######## comparator_pool1 ########
**comparator_pool1: nets reached from selected ports**

Scale: 6 px per um.
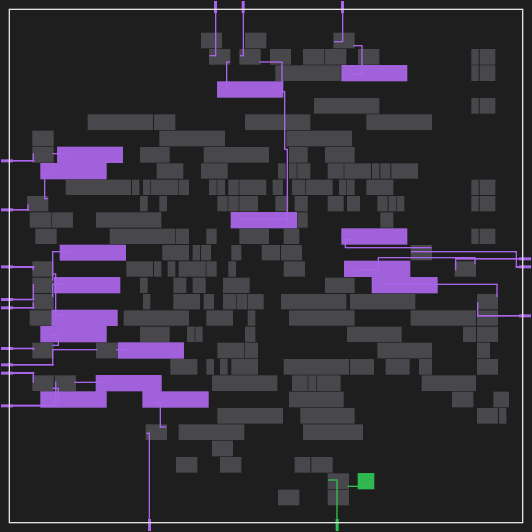
--- config.mk ---
export PLATFORM = sky130hd
export DESIGN_NAME = comparator_pool1
export DESIGN_NICKNAME = d
export VERILOG_FILES = /design/src/rtl/comparator_pool1_pkg.sv /design/src/rtl/comparator_pool1_fp16_lt_core.sv /design/src/rtl/comparator_pool1.sv
export SDC_FILE = /design/constraint.sdc
export NUM_CORES = 1
export LEC_CHECK = 0
export CAP_MARGIN = 40
export CORE_MARGIN = 2
export CORE_UTILIZATION = 28
export CTS_BUF_LIST = sky130_fd_sc_hd__clkbuf_8 sky130_fd_sc_hd__clkbuf_16
export CTS_CLUSTER_DIAMETER = 40
export DETAILED_ROUTE_END_ITERATION = 6
export GPL_TIMING_DRIVEN = 0
export PLACE_DENSITY = 0.58
export SLEW_MARGIN = 30
export SYNTH_ARGS = -nofsm -noshare
export SYNTH_HDL_FRONTEND = slang
export SYNTH_SLANG_ARGS = --single-unit
--- constraint.sdc ---
create_clock -name aclk -period 4.95 [get_ports aclk]
set_input_delay 1.485 -clock aclk [delete_from_list [all_inputs] [get_ports aclk]]
set_output_delay 1.485 -clock aclk [all_outputs]
set_load 0.05 [all_outputs]
--- src/rtl/comparator_pool1_pkg.sv ---
// Shared FP16 field layout, result bit positions and helper for the pool1 comparator.
package comparator_pool1_pkg;
  localparam int SIGN_W = 1;
  localparam int EXP_W  = 5;
  localparam int MAN_W  = 10;

  localparam logic [EXP_W-1:0] EXP_MAX = 5'h1F;

  localparam int RES_LT_BIT    = 0;
  localparam int RES_UNORD_BIT = 1;

  localparam logic [15:0] FP16_POS_INF = 16'h7C00;
  localparam logic [15:0] FP16_NEG_INF = 16'hFC00;
  localparam logic [15:0] FP16_QNAN    = 16'h7E00;

  typedef struct packed {
    logic [SIGN_W-1:0] sign;
    logic [EXP_W-1:0]  exp;
    logic [MAN_W-1:0]  man;
  } fp16_t;

  function automatic logic fp16_is_nan(input fp16_t x);
    return (x.exp == EXP_MAX) && (x.man != '0);
  endfunction
endpackage

--- src/rtl/comparator_pool1_fp16_lt_core.sv ---
// Combinational binary16 ordering: raw sign/magnitude less-than plus NaN detection.
module fp16_lt_core
  import comparator_pool1_pkg::*;
(
  input  logic [15:0] a,
  input  logic [15:0] b,
  output logic        lt,
  output logic        unordered
);
  fp16_t       fa;
  fp16_t       fb;
  logic [14:0] mag_a;
  logic [14:0] mag_b;
  logic        both_zero;

  assign fa        = a;
  assign fb        = b;
  assign mag_a     = {fa.exp, fa.man};
  assign mag_b     = {fb.exp, fb.man};
  assign both_zero = (mag_a == '0) && (mag_b == '0);
  assign unordered = fp16_is_nan(fa) || fp16_is_nan(fb);

  // lt ignores NaN here; the caller masks it with unordered.
  always_comb begin
    lt = 1'b0;
    unique case ({fa.sign, fb.sign})
      2'b00:   lt = mag_a < mag_b;
      2'b01:   lt = 1'b0;
      2'b10:   lt = !both_zero;
      default: lt = mag_a > mag_b;
    endcase
  end
endmodule

--- src/rtl/comparator_pool1.sv ---
// AXI4-Stream FP16 less-than comparator with LATENCY register stages and backpressure.
// Optional macro COMPARATOR_POOL1_UNORDERED_FLAG_EN drives tdata bit1 with the NaN flag.
module comparator_pool1
  import comparator_pool1_pkg::*;
#(
  parameter int LATENCY = 5
) (
  input  logic        aclk,
  input  logic        aresetn,
  input  logic [15:0] S_AXIS_A_tdata,
  input  logic        S_AXIS_A_tvalid,
  output logic        S_AXIS_A_tready,
  input  logic [15:0] S_AXIS_B_tdata,
  input  logic        S_AXIS_B_tvalid,
  output logic        S_AXIS_B_tready,
  output logic [7:0]  M_AXIS_RESULT_tdata,
  output logic        M_AXIS_RESULT_tvalid,
  input  logic        M_AXIS_RESULT_tready
);
  logic        en;
  logic        take;
  logic [15:0] a_p0;
  logic [15:0] b_p0;
  logic        vld_p0;
  logic        lt_raw_p0;
  logic        unord_p0;
  logic [1:0]  res_p0;
  logic [1:0]  res_out;
  logic        vld_out;

  assign en              = !(M_AXIS_RESULT_tvalid && !M_AXIS_RESULT_tready);
  assign take            = S_AXIS_A_tvalid && S_AXIS_B_tvalid;
  assign S_AXIS_A_tready = en;
  assign S_AXIS_B_tready = en;

  // Stage 0: capture the operand pair
  always_ff @(posedge aclk or negedge aresetn) begin
    if (!aresetn) vld_p0 <= 1'b0;
    else if (en)  vld_p0 <= take;
  end

  always_ff @(posedge aclk) begin
    if (en && take) begin
      a_p0 <= S_AXIS_A_tdata;
      b_p0 <= S_AXIS_B_tdata;
    end
  end

  fp16_lt_core u_core (
    .a         (a_p0),
    .b         (b_p0),
    .lt        (lt_raw_p0),
    .unordered (unord_p0)
  );

`ifdef COMPARATOR_POOL1_UNORDERED_FLAG_EN
  assign res_p0 = {unord_p0, lt_raw_p0 && !unord_p0};
`else
  assign res_p0 = {1'b0, lt_raw_p0 && !unord_p0};
`endif

  // Stages 1..LATENCY-1: carry the result bits and valid
  generate
    if (LATENCY == 1) begin : g_no_tail
      assign res_out = res_p0;
      assign vld_out = vld_p0;
    end else begin : g_tail
      logic [1:0]         res_pn [LATENCY-1];
      logic [LATENCY-2:0] vld_pn;

      always_ff @(posedge aclk or negedge aresetn) begin
        if (!aresetn) begin
          vld_pn <= '0;
        end else if (en) begin
          vld_pn[0] <= vld_p0;
          for (int i = 1; i < LATENCY - 1; i++) vld_pn[i] <= vld_pn[i-1];
        end
      end

      always_ff @(posedge aclk) begin
        if (en) begin
          res_pn[0] <= res_p0;
          for (int i = 1; i < LATENCY - 1; i++) res_pn[i] <= res_pn[i-1];
        end
      end

      assign res_out = res_pn[LATENCY-2];
      assign vld_out = vld_pn[LATENCY-2];
    end
  endgenerate

  // Bubbles and reset present zero data.
  always_comb begin
    M_AXIS_RESULT_tdata = 8'h00;
    if (vld_out) begin
      M_AXIS_RESULT_tdata[RES_LT_BIT]    = res_out[0];
      M_AXIS_RESULT_tdata[RES_UNORD_BIT] = res_out[1];
    end
  end

  assign M_AXIS_RESULT_tvalid = vld_out;
endmodule

==> results.ini <==
[synthesis]
async_flop_share_pct=12.2
ys_cells=133

[finish]
comb_area_um2=546
num-clock-buffers=5
comb_share_pct=22.0
drive_gt1_share_pct=12.3

[final_timing]
grt_setup_unrepaired=no

[run]
cap_violations=0

[run_status]
outcome=finished, final reports clean

[clock_tree]
cts_inserted_buffers=5
cts_tree=built

[pwr]
leakage_nw=0.978

[grt]
grt_usage_pct=9.70

[floorplan]
fp-utilization_pct=29.0

[routing]
route.met3.wl_um=231

[placed_design]
place.gp.congestion=0.751

## Picture notes: 'nets reached from selected ports' of comparator_pool1
port	color	bits	direction	edge	end cells	buffers	wire
`S_AXIS_B_tdata`	purple	16	input	9 left, 3 top, 3 right, 1 bottom	16	16	301 um
`S_AXIS_A_tvalid`	green	1	input	bottom	1	1	10.8 um

## cells in the final DEF (no fill, tap or decap), drive strengths merged, types with 2 or more instances in the layout
cell type / instances
a21oi: 7
and3: 2
buf: 9
clkbuf: 5
clkdlybuf4s50: 40
conb: 7
dfrtp: 5
edfxtp: 36
ha: 15
inv: 18
mux2: 3
nand2: 4
nand2b: 2
nand3: 3
nand4: 5
nor2: 3
nor3: 3
nor4: 6
o21ai: 3
## power groups by stage
stage	registers, mW	logic, mW	clock network, mW
6_report	0.455	0.197	0.207
5_1_grt	0.462	0.214	0.232
4_1_cts	0.456	0.200	0.216
3_5_place_dp	0.464	0.201	0
3_3_place_gp	0.464	0.192	0
2_1_floorplan	0.472	0.112	0
## metrics by stage
step                instance area [um2]  setup slack (ns)  power, mW  setup TNS [ns]
floorplan                          1870             0.847      0.585               0
global placement                   2370           -0.0173      0.656         -0.0173
detailed placement                 2400           -0.0397      0.665         -0.0397
CTS                                2480            0.0891      0.873               0
global route                       2480            0.0110      0.909               0
finish                             2480             0.135      0.859               0
## registers in the layout, summed over array words and instances (netlist names)
name and count:
g_tail.vld_pn 4, b_p0 16, vld_p0 1, a_p0 16, g_tail.res_pn 4

######## seg_decode ########
**seg_decode: selected gate families**

Scale: 4 px per um.
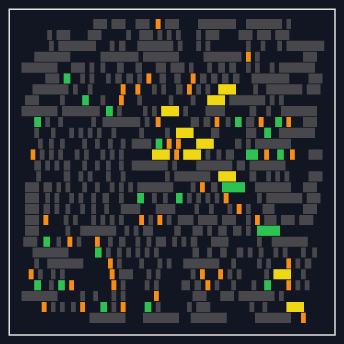
### src/rtl/seg_decode.sv
// seg_decode: recovers per-digit 4-bit codes from a multiplexed active-low 7-segment bus.
// Optional feature macro SEG_DECODE_ERR_CNT_EN adds a saturating 8-bit unrecognised-glyph counter (err_cnt).
module seg_decode #(
    parameter int DIGITS     = 4,
    parameter int STABLE_CNT = 4
) (
    input  logic                  clk,
    input  logic                  rst,
    input  logic                  sample_en,
    input  logic [6:0]            seg_n,
    input  logic [DIGITS-1:0]     an_n,
    output logic [4*DIGITS-1:0]   codes,
    output logic [DIGITS-1:0]     err,
    output logic                  frame_valid,
    output logic [1:0]            dbg_state
`ifdef SEG_DECODE_ERR_CNT_EN
    ,
    output logic [7:0]            err_cnt
`endif
);

    localparam int IW = (DIGITS > 1) ? $clog2(DIGITS) : 1;
    localparam int CW = $clog2(STABLE_CNT + 1);

    typedef enum logic [1:0] {IDLE = 2'd0, TRACK = 2'd1, LOCKED = 2'd2} state_t;

    state_t              state_q, state_d;
    logic [CW-1:0]       cnt_q, cnt_d;
    logic [IW-1:0]       prev_idx_q, prev_idx_d;
    logic [6:0]          prev_seg_q, prev_seg_d;
    logic [DIGITS-1:0]   mask_q, mask_d;
    logic [4*DIGITS-1:0] codes_q, codes_d;
    logic [DIGITS-1:0]   err_q, err_d;
    logic                frame_q, frame_d;

    logic [DIGITS-1:0]   sel;
    logic                qual;
    logic [IW-1:0]       idx_new;
    logic [4:0]          dec;
    logic                same;
    logic                capture;
    logic [CW-1:0]       cnt_inc;
    logic [DIGITS-1:0]   mask_set;

    // Returns {unrecognised, code}; unknown patterns decode to code 0.
    function automatic logic [4:0] decode(input logic [6:0] s);
        case (s)
            7'b1000000: decode = 5'h00;
            7'b1111001: decode = 5'h01;
            7'b0100100: decode = 5'h02;
            7'b0110000: decode = 5'h03;
            7'b0011001: decode = 5'h04;
            7'b0010010: decode = 5'h05;
            7'b0000010: decode = 5'h06;
            7'b1011000: decode = 5'h07;
            7'b0000000: decode = 5'h08;
            7'b0010000: decode = 5'h09;
            7'b1111111: decode = 5'h0A;
            7'b0111111: decode = 5'h0B;
            7'b0001001: decode = 5'h0C;
            7'b1000111: decode = 5'h0D;
            7'b0000110: decode = 5'h0E;
            7'b0001100: decode = 5'h0F;
            default:    decode = 5'h10;
        endcase
    endfunction

    // sample_en is a strobe, not a handshake: inputs are consumed only on edges where it is
    // high, there is no backpressure, and with it low every register except frame_valid holds.
    always_comb begin
        sel     = ~an_n;
        qual    = (sel != '0) && ((sel & (sel - 1'b1)) == '0);
        idx_new = '0;
        for (int i = 0; i < DIGITS; i++) begin
            if (sel[i]) idx_new = IW'(i);
        end
        dec     = decode(seg_n);
        same    = (state_q != IDLE) && (idx_new == prev_idx_q) && (seg_n == prev_seg_q);
        cnt_inc = (cnt_q == CW'(STABLE_CNT)) ? cnt_q : cnt_q + 1'b1;
    end

    always_comb begin
        state_d    = state_q;
        cnt_d      = cnt_q;
        prev_idx_d = prev_idx_q;
        prev_seg_d = prev_seg_q;
        mask_d     = mask_q;
        codes_d    = codes_q;
        err_d      = err_q;
        frame_d    = 1'b0;
        capture    = 1'b0;
        mask_set   = mask_q | (DIGITS'(1) << idx_new);

        if (sample_en) begin
            if (!qual) begin
                state_d = IDLE;
                cnt_d   = '0;
            end else if (!(same && state_q == LOCKED)) begin
                if (same) begin
                    cnt_d = cnt_inc;
                    if (cnt_inc == CW'(STABLE_CNT)) begin
                        capture = 1'b1;
                        state_d = LOCKED;
                    end
                end else begin
                    // New digit or glyph: restart tracking from this sample.
                    prev_idx_d = idx_new;
                    prev_seg_d = seg_n;
                    cnt_d      = CW'(1);
                    if (STABLE_CNT == 1) begin
                        capture = 1'b1;
                        state_d = LOCKED;
                    end else begin
                        state_d = TRACK;
                    end
                end
            end
        end

        if (capture) begin
            codes_d[{idx_new, 2'b00} +: 4] = dec[3:0];
            err_d[idx_new]                 = dec[4];
            if (mask_set == {DIGITS{1'b1}}) begin
                frame_d = 1'b1;
                mask_d  = '0;
            end else begin
                mask_d  = mask_set;
            end
        end
    end

    always_ff @(posedge clk or posedge rst) begin
        if (rst) begin
            state_q    <= IDLE;
            cnt_q      <= '0;
            prev_idx_q <= '0;
            prev_seg_q <= '0;
            mask_q     <= '0;
            codes_q    <= {DIGITS{4'hA}};
            err_q      <= '0;
            frame_q    <= 1'b0;
        end else begin
            state_q    <= state_d;
            cnt_q      <= cnt_d;
            prev_idx_q <= prev_idx_d;
            prev_seg_q <= prev_seg_d;
            mask_q     <= mask_d;
            codes_q    <= codes_d;
            err_q      <= err_d;
            frame_q    <= frame_d;
        end
    end

`ifdef SEG_DECODE_ERR_CNT_EN
    logic [7:0] err_cnt_q;

    always_ff @(posedge clk or posedge rst) begin
        if (rst) begin
            err_cnt_q <= '0;
        end else if (capture && dec[4] && err_cnt_q != 8'hFF) begin
            err_cnt_q <= err_cnt_q + 8'd1;
        end
    end

    assign err_cnt = err_cnt_q;
`endif

    assign codes       = codes_q;
    assign err         = err_q;
    assign frame_valid = frame_q;
    assign dbg_state   = state_q;

endmodule

### config.mk
export PLATFORM = sky130hd
export DESIGN_NAME = seg_decode
export DESIGN_NICKNAME = d
export VERILOG_FILES = /design/src/rtl/seg_decode.sv
export SDC_FILE = /design/constraint.sdc
export NUM_CORES = 1
export LEC_CHECK = 0
export ABC_AREA = 1
export CELL_PAD_IN_SITES_DETAIL_PLACEMENT = 1
export CELL_PAD_IN_SITES_GLOBAL_PLACEMENT = 1
export CORE_MARGIN = 2
export CORE_UTILIZATION = 41
export CTS_CLUSTER_SIZE = 25
export DETAILED_ROUTE_END_ITERATION = 10
export PLACE_DENSITY_LB_ADDON = 0.08
export SETUP_SLACK_MARGIN = 0.5
export SLEW_MARGIN = 20
export SYNTH_ARGS = -nofsm -noshare
export SYNTH_HDL_FRONTEND = slang
export SYNTH_SLANG_ARGS = --single-unit
### constraint.sdc
create_clock -name clk -period 4.47 [get_ports clk]
set_input_delay 0.894 -clock clk [delete_from_list [all_inputs] [get_ports clk]]
set_output_delay 0.894 -clock clk [all_outputs]
set_load 0.005 [all_outputs]
==> results.ini <==
[finish]
logic_gates=278
comb_area_um2=1280
area_share_clock_buf_inv_pct=2.98
regArea_um2=986
fin_area_um2=2980

[routing]
drt_iter0_drc=111
ant_nets=0
vias=2386

[floorplan]
die_w_um=81.0
rows=28

[synthesis]
syn-cell-area_um2=2430
async_flop_share_pct=100
top_cells_by_count=152 x nand2_1, 48 x nor2_1, 41 x inv_1

[pwr]
power-top-group=sequential cells

[run_status]
outcome=finished, final reports clean

[placed_design]
place.gp.congestion=0.800

[final_timing]
setup_viol_count_final=0
layout_setup_ws_ns=1.46

About 'selected gate families' of seg_decode:
family	color	cells
aoi and oai cells	green	21
fa/ha/maj cells	yellow	10
inv cells	orange	42

==> final timing paths <==
path,startpoint,to,slack [ns],depth (start not counted)
worst min register to register,codes[7]$_DFFE_PP1P_,codes[7]$_DFFE_PP1P_,0.47,2
min in group asynchronous,rst,codes[12]$_DFFE_PP0P_,1.03,2
worst max register to register,cnt_q[0]$_DFFE_PP0P_,codes[8]$_DFFE_PP0P_,2.04,12
max in group asynchronous,rst,codes[3]$_DFFE_PP1P_,2.62,3
worst min-delay path,codes[7]$_DFFE_PP1P_,codes[7]$_DFFE_PP1P_,0.47,2
worst max-delay path,an_n[2],codes[8]$_DFFE_PP0P_,1.46,12
==> metal layers <==
metal,share of wire (%),track usage (%),wire (um)
met5,0,0,0
met4,1.0,5.08,66
met3,3.1,3.44,194
met2,47,36.4,2980
met1,49,28.0,3110
==> worst max-delay path, cell delays in order <==
cell,delay (ns)
clkdlybuf4s50_1,0.62
nand2_2,0.19
inv_1,0.19
nand2_1,0.08
nand2_1,0.09
nand2_1,0.06
nor2_1,0.23
nand4_2,0.28
inv_2,0.24
nand2_1,0.16
nand2_1,0.09
nand2_1,0.06

######## seg_scan4 ########
**seg_scan4: where the registers sit**

Scale: 3 px per um. Other sequential cells in the stronger gray, the rest of the logic in the fainter gray.
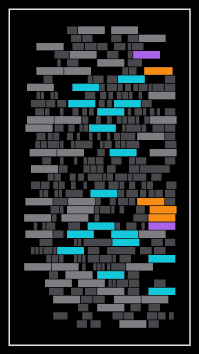
**seg_scan4: the clock network**

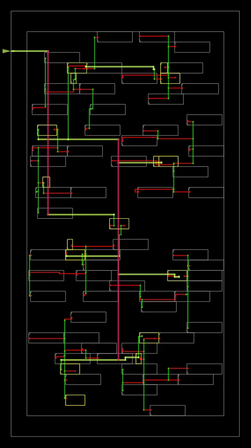
File: src/rtl/seg_scan4.sv
// Four-digit multiplexed scan driver for a downstream single-digit 7-segment decoder.
// Time-multiplexes a 16-bit word with dead time, leading-zero blanking and frame-synchronous updates.
module seg_scan4 #(
   parameter int unsigned DIV     = 50000,
   parameter int unsigned GAP_CYC = 16
) (
   input  logic        clk,
   input  logic        rst_n,
   input  logic [15:0] data,
   input  logic        load,
   input  logic        lz_en,
   output logic [3:0]  digit,
   output logic [3:0]  com,
   output logic        frame_done
);

   localparam int unsigned MAX_CNT = (DIV > GAP_CYC) ? DIV : GAP_CYC;
   localparam int unsigned CW      = (MAX_CNT > 1) ? $clog2(MAX_CNT) : 1;
   localparam logic [CW-1:0] SHOW_LAST = CW'(DIV - 1);
   localparam logic [CW-1:0] GAP_LAST  = CW'((GAP_CYC > 0) ? (GAP_CYC - 1) : 0);

   typedef enum logic {
      S_SHOW = 1'b0,
      S_GAP  = 1'b1
   } state_e;

   state_e        state_q, state_d;
   logic [CW-1:0] cnt_q, cnt_d;
   logic [1:0]    idx_q, idx_d;
   logic [15:0]   pending_q, pending_d;
   logic [15:0]   shadow_q, shadow_d;
   logic [3:0]    digit_q, digit_d;
   logic [3:0]    com_q, com_d;
   logic          frame_done_q, frame_done_d;

   logic          advance;
   logic          wrap;
   logic [15:0]   upper;
   logic          blank;

   // Sequencing: SHOW/GAP timing, digit index and the frame-boundary shadow update.
   always_comb begin
      pending_d = load ? data : pending_q;
      shadow_d  = shadow_q;
      idx_d     = idx_q;
      state_d   = state_q;
      cnt_d     = cnt_q + 1'b1;
      advance   = 1'b0;
      wrap      = 1'b0;

      case (state_q)
         S_SHOW: begin
            if (cnt_q == SHOW_LAST) begin
               cnt_d = '0;
               if (GAP_CYC > 0) begin
                  state_d = S_GAP;
               end else begin
                  advance = 1'b1;
               end
            end
         end
         S_GAP: begin
            if (cnt_q == GAP_LAST) begin
               cnt_d   = '0;
               advance = 1'b1;
            end
         end
         default: begin
            cnt_d   = '0;
            state_d = S_SHOW;
         end
      endcase

      if (advance) begin
         idx_d   = idx_q + 2'd1;
         state_d = S_SHOW;
         if (idx_q == 2'd3) begin
            // Shadow takes the pre-edge pending value; a coincident load lands next frame.
            shadow_d = pending_q;
            wrap     = 1'b1;
         end
      end
   end

   // Outputs are derived from next-state values so they line up with the state register.
   always_comb begin
      upper        = shadow_d >> {idx_d, 2'b00};
      blank        = lz_en && (idx_d != 2'd0) && (upper == 16'h0000);
      digit_d      = digit_q;
      com_d        = '0;
      frame_done_d = wrap;
      if (state_d == S_SHOW) begin
         digit_d = shadow_d[{idx_d, 2'b00} +: 4];
         if (!blank) begin
            com_d = 4'b0001 << idx_d;
         end
      end
   end

   always_ff @(posedge clk or negedge rst_n) begin
      if (!rst_n) begin
         state_q      <= S_SHOW;
         cnt_q        <= '0;
         idx_q        <= '0;
         pending_q    <= '0;
         shadow_q     <= '0;
         digit_q      <= 4'h0;
         com_q        <= 4'b0001;
         frame_done_q <= 1'b0;
      end else begin
         state_q      <= state_d;
         cnt_q        <= cnt_d;
         idx_q        <= idx_d;
         pending_q    <= pending_d;
         shadow_q     <= shadow_d;
         digit_q      <= digit_d;
         com_q        <= com_d;
         frame_done_q <= frame_done_d;
      end
   end

   assign digit      = digit_q;
   assign com        = com_q;
   assign frame_done = frame_done_q;

endmodule

File: config.mk
export PLATFORM = sky130hd
export DESIGN_NAME = seg_scan4
export DESIGN_NICKNAME = d
export VERILOG_FILES = /design/src/rtl/seg_scan4.sv
export SDC_FILE = /design/constraint.sdc
export NUM_CORES = 1
export LEC_CHECK = 0
export CORE_ASPECT_RATIO = 2
export CORE_MARGIN = 4
export CORE_UTILIZATION = 55
export DETAILED_ROUTE_END_ITERATION = 6
export PLACE_DENSITY = 0.8
export SKIP_LAST_GASP = 1
export SYNTH_ARGS = -nofsm -noshare
export SYNTH_HDL_FRONTEND = slang
export SYNTH_SLANG_ARGS = --single-unit
File: constraint.sdc
create_clock -name clk -period 7.8 [get_ports clk]
set_input_delay 2.34 -clock clk [delete_from_list [all_inputs] [get_ports clk]]
set_output_delay 2.34 -clock clk [all_outputs]
set_load 0.03 [all_outputs]
==> results.ini <==
[floorplan]
fp-utilization_pct=56.8
rows=37

[final_timing]
tightest_slew_ns=0.828
layout_setup_ws_ns=3.96
timing_hold_violations_final=0
fin_crit_ns=3.84

[clock_tree]
clkSinkCount=60
cts_setup_buffers=0
cts_max_path_buffers=2

[pwr]
p_switching_mw=0.127
p_per_area_nw_per_um2=172

[routing]
ant_nets=0
wire_per_inst_um=17.1

[finish]
most-common-layout-cells=59 x dfrtp_1, 28 x mux2_2, 27 x clkdlybuf4s50_1, 25 x nand2_1
fin_area_um2=3410

[synthesis]
synth_area_per_cell_um2=11.2
top_logic_kind=multiplexers
ys_sh_aoi_pct=10.2
top_area_share_pct=50.1
synthFlopType=dfrtp_1

[run_status]
outcome=finished, final reports clean

[critical_path]
crit_slowest_cell=clkdlybuf4s50_1
cp-start-kind=register
crit_cells=1
endpoint=com[0]

[placed_design]
place.gp.congestion=0.916
io_buffer_count=28

Notes on 'where the registers sit' of seg_scan4 above:
signal	color	flops
`shadow_q`	cyan	16
`idx_q`	purple	2
`com`	orange	4
not colored	38
Flop area: 1500 um2
Core Util, Final: 65.7%
flop share of the area: 44.1%
Sequential Power: 0.325 mW

Notes on 'the clock network' of seg_scan4 above:
seq_cells: 60
Inserted Clock Buffers: 9
Clk. pwr: 0.234 mW
clock buffers: 14
clk latency of the worst-skew pair: 0.35 ns

layout make-up:
class | instances | area [um2]
fill | 410 | 1780
timing repair buffer | 29 | 283
clock inverter | 2 | 10.0
multi-input combinational | 184 | 1360
inverter | 7 | 26.3
clock buffer | 14 | 153
sequential | 60 | 1500
tap | 58 | 72.6
registers in the layout (all words and copies together) (netlist names):
register,flops
cnt_q,16
shadow_q,16
state_q,1
com,4
digit,4
idx_q,2
frame_done,1
pending_q,16
Yosys cell counts (2+ instances only):
master	n
mux4_1	2
mux2_2	28
a41o_1	3
nor4_1	6
nand3_1	9
and3_1	6
a21oi_1	17
xnor2_1	6
nand2_1	25
nand2b_1	2
dfrtp_1	59
o31ai_1	5
nand4_1	6
a211oi_1	2
ha_1	2
buf_1	2
o22ai_1	3
nor2_1	17
mux2i_1	10
buf_2	2
or3_1	5
nor3_4	2
clkbuf_1	7
o21ai_0	8
inv_1	7
xor2_1	9
metal layers:
layer | part of all wire [%] | global-route usage, % | up-vias
met5 | 0 | 0 | -
met4 | 2.6 | 10.9 | 0
met3 | 4.9 | 6.15 | 13
met2 | 55 | 34.8 | 56
met1 | 37 | 21.1 | 1058
li1 | - | - | 1008

######## window_5x5_streamer ########
**window_5x5_streamer: the clock network**

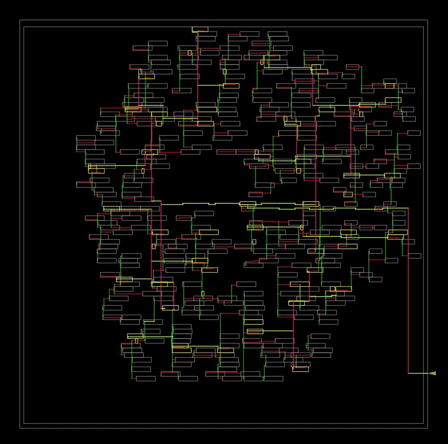
**window_5x5_streamer: where the registers sit**

Scale: 1 px per um. Other sequential cells in the stronger gray, the rest of the logic in the fainter gray.
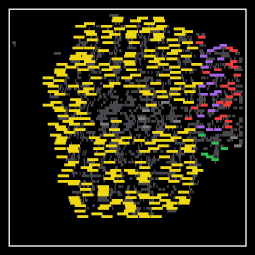
--- config.mk ---
export PLATFORM = sky130hd
export DESIGN_NAME = window_5x5_streamer
export DESIGN_NICKNAME = d
export VERILOG_FILES = /design/src/rtl/gabor_win_pkg.sv /design/src/rtl/line_buffer.sv /design/src/rtl/window_5x5_streamer.sv
export SDC_FILE = /design/constraint.sdc
export NUM_CORES = 1
export LEC_CHECK = 0
export ABC_AREA = 1
export CORE_MARGIN = 2
export CORE_UTILIZATION = 25
export DETAILED_ROUTE_END_ITERATION = 12
export GPL_ROUTABILITY_DRIVEN = 0
export PLACE_DENSITY = 0.46
export SKIP_LAST_GASP = 1
export SLEW_MARGIN = 20
export SYNTH_ARGS = -nofsm -noshare
export SYNTH_HDL_FRONTEND = slang
export SYNTH_SLANG_ARGS = --single-unit
--- constraint.sdc ---
create_clock -name clk -period 2.4 [get_ports clk]
set_clock_uncertainty 0.2 [all_clocks]
set_input_delay 0.24 -clock clk [delete_from_list [all_inputs] [get_ports clk]]
set_output_delay 0.24 -clock clk [all_outputs]
set_load 0.01 [all_outputs]
--- src/rtl/gabor_win_pkg.sv ---
// Shared window geometry for the 5x5 window streamer and the Gabor convolution bank.
// Used by window_5x5_streamer (optional SOF_CHECK_EN feature lives in the top).
package gabor_win_pkg;
   localparam int WIN     = 5;
   localparam int WIN_PIX = 25;

   typedef logic [WIN_PIX-1:0] win_t;

   function automatic int unsigned win_idx(input int unsigned r, input int unsigned c);
      return r * WIN + c;
   endfunction
endpackage

--- src/rtl/line_buffer.sv ---
// One row of 1-bit pixels: registered write, combinational read, addressed by column.
// Contents are deliberately not reset. Part of window_5x5_streamer (see SOF_CHECK_EN there).
module line_buffer #(
   parameter int DEPTH = 64
) (
   input  logic                     clk,
   input  logic                     we,
   input  logic [$clog2(DEPTH)-1:0] addr,
   input  logic                     din,
   output logic                     dout
);
   logic [DEPTH-1:0] mem;

   always_ff @(posedge clk) begin
      if (we) mem[addr] <= din;
   end

   assign dout = mem[addr];
endmodule

--- src/rtl/window_5x5_streamer.sv ---
// Raster 1-bit pixel stream -> one 5x5 window per accepted pixel once a full window exists.
// Define SOF_CHECK_EN to add the s_sof input and sticky err_sof output with frame resync.
module window_5x5_streamer
   import gabor_win_pkg::*;
#(
   parameter int IMG_W = 64,
   parameter int IMG_H = 64
) (
   input  logic       clk,
   input  logic       rst,
   input  logic       s_valid,
   output logic       s_ready,
   input  logic       s_pixel,
`ifdef SOF_CHECK_EN
   input  logic       s_sof,
   output logic       err_sof,
`endif
   output logic       m_valid,
   input  logic       m_ready,
   output win_t       m_win,
   output logic       m_last
);
   localparam int CW = $clog2(IMG_W);
   localparam int RW = $clog2(IMG_H);

   logic [CW-1:0] col, cur_col;
   logic [RW-1:0] row, cur_row;
   logic          accept, sof_resync, emit, last_pix;
   logic [3:0]    lb_d, lb_q;
   win_t          win, win_next;

   assign s_ready = !m_valid || m_ready;
   assign accept  = s_valid && s_ready;

   // A misplaced start-of-frame makes this pixel (0,0) for addressing, emission and counting.
   always_comb begin
      sof_resync = 1'b0;
`ifdef SOF_CHECK_EN
      sof_resync = s_sof && ((row != '0) || (col != '0));
`endif
      cur_col  = sof_resync ? '0 : col;
      cur_row  = sof_resync ? '0 : row;
      emit     = (int'(cur_row) >= 4) && (int'(cur_col) >= 4);
      last_pix = (cur_row == RW'(IMG_H - 1)) && (cur_col == CW'(IMG_W - 1));
   end

   always_comb begin
      lb_d[0] = s_pixel;
      for (int unsigned i = 1; i < 4; i++) lb_d[i] = lb_q[i-1];
   end

   for (genvar g = 0; g < 4; g++) begin : g_lb
      line_buffer #(.DEPTH(IMG_W)) u_lb (
         .clk  (clk),
         .we   (accept),
         .addr (cur_col),
         .din  (lb_d[g]),
         .dout (lb_q[g])
      );
   end

   // Shift left one column; new right column top->bottom is lb3, lb2, lb1, lb0, s_pixel.
   always_comb begin
      win_next = '0;
      for (int unsigned r = 0; r < WIN; r++) begin
         for (int unsigned c = 0; c < WIN - 1; c++) begin
            win_next[win_idx(r, c)] = win[win_idx(r, c + 1)];
         end
      end
      for (int unsigned r = 0; r < WIN - 1; r++) begin
         win_next[win_idx(r, WIN - 1)] = lb_q[3 - r];
      end
      win_next[win_idx(WIN - 1, WIN - 1)] = s_pixel;
   end

   always_ff @(posedge clk) begin
      if (rst) begin
         col     <= '0;
         row     <= '0;
         win     <= '0;
         m_valid <= 1'b0;
         m_win   <= '0;
         m_last  <= 1'b0;
      end else begin
         if (accept) begin
            win <= win_next;
            if (cur_col == CW'(IMG_W - 1)) begin
               col <= '0;
               row <= (cur_row == RW'(IMG_H - 1)) ? '0 : cur_row + 1'b1;
            end else begin
               col <= cur_col + 1'b1;
               row <= cur_row;
            end
         end
         if (accept && emit) begin
            m_valid <= 1'b1;
            m_win   <= win_next;
            m_last  <= last_pix;
         end else if (m_ready) begin
            m_valid <= 1'b0;
            m_last  <= 1'b0;
         end
      end
   end

`ifdef SOF_CHECK_EN
   always_ff @(posedge clk) begin
      if (rst)                      err_sof <= 1'b0;
      else if (accept && sof_resync) err_sof <= 1'b1;
   end
`endif
endmodule

==> results.ini <==
[run_status]
outcome=finished, final reports clean

[pwr]
p_per_area_nw_per_um2=787
combPwrFrac_pct=9.2
swShare_pct=22.9

[synthesis]
ys_warn_count=0
synthAdderAreaFrac_pct=0.375
async_flop_share_pct=0
synth_cell_type_count=30

[grt]
grt_pass1_vias=9622

[placed_design]
dp_hpwl_mm=22.3
placed_cell_area_um2=15400

[routing]
vias=9626
viasPerCell=4.25
drt-pass1-iter-count=6

[floorplan]
die_area_um2=55300

[finish]
final_nets=1560
final_common_cell=nand2_1

[clock_tree]
cts_max_path_buffers=3
cts_tree=built
cts-root-buf=clkbuf_16

[final_timing]
period_used_pct=96.4
grt_setup_unrepaired=yes
setup_viol_count_final=0

[critical_path]
crit_cells=10
critPathMaxStageDelay_ns=0.39

About 'the clock network' of window_5x5_streamer:
Inserted Clock Buffers: 37
clock buffers: 44
clk latency of the worst-skew pair: 0.54 ns

About 'where the registers sit' of window_5x5_streamer:
signal	color	flops
`cur_row`	green	6
`win`	purple	20
`m_win`	red	25
`g_lb.u_lb.mem`	yellow	256
not colored	8
Sequential Power: 6.10 mW
flop share of the area: 52.3%
Flop area: 8880 um2
Core Util, Final: 32.2%

layer usage:
| layer | GRT usage (%) | part of all wire [%] |
|---|---|---|
| met3 | 2.37 | 5.2 |
| met2 | 21.2 | 47 |
| met1 | 16.7 | 46 |
| met4 | 4.07 | 2.1 |
| met5 | 0 | 0 |
power by group through the flow:
stage / Combinational [mW] / Clock, mW / Sequential (mW)
final: 1.22 / 6.03 / 6.10
after global routing: 1.36 / 6.39 / 6.11
after CTS: 1.14 / 6.19 / 6.10
after detailed placement: 1.13 / 0 / 6.21
after global placement: 1.13 / 0 / 6.21
after floorplan: 0.593 / 0 / 6.21
repair_timing:
action | in CTS | in global routing
pin swaps | 0 | 2
hold buffers | 1 | 0
buffers inserted | 0 | 1
resized | 1 | 21
gates cloned | 1 | 6
setup endpoints to repair | 15 | 231
endpoints found under the hold margin | 12 | 0
registers in the layout, summed over array words and instances (netlist names):
signal,count
col,6
cur_row,6
g_lb.u_lb.mem,256
m_last,1
m_valid,1
m_win,25
win,20
cell type report:
cell class,instances,share of cell area (%)
multi-input combinational,977,23.4
sequential,315,52.3
clock inverter,22,1.69
tap,688,5.07
timing repair buffer,168,10.3
inverter,52,1.21
clock buffer,44,6.05


==> gallery <==
Signal wires by layer.
Plate I
Scale: 4 px per um.
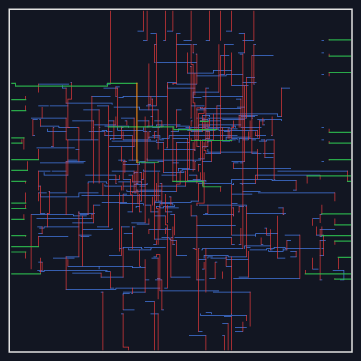
Plate II
Scale: 4 px per um.
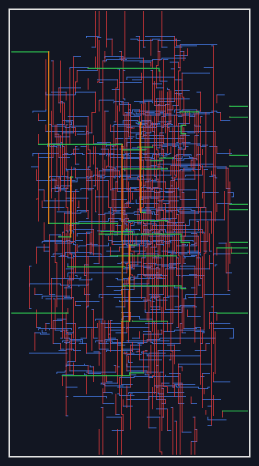
Plate III
Scale: 4 px per um.
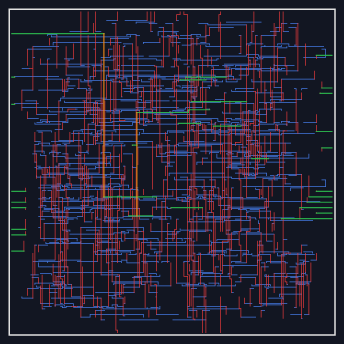
Plate IV
Scale: 1.5 px per um.
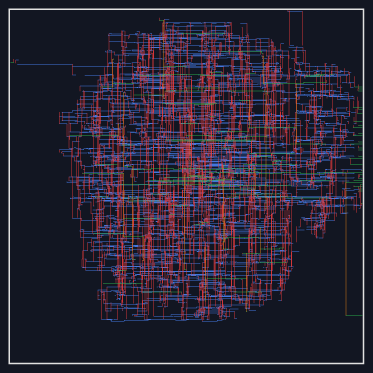
The one with the most wire is Plate IV.
seg_scan4: Plate II
window_5x5_streamer: Plate IV
comparator_pool1: Plate I
seg_decode: Plate III

Key to Plate IV:
layer	color	wire length
metal 2	red	17,000 um
metal 3	green	1,890 um
metal 1	blue	16,900 um
metal 4	orange	781 um

Power is estimated from default activity; no workload was simulated.
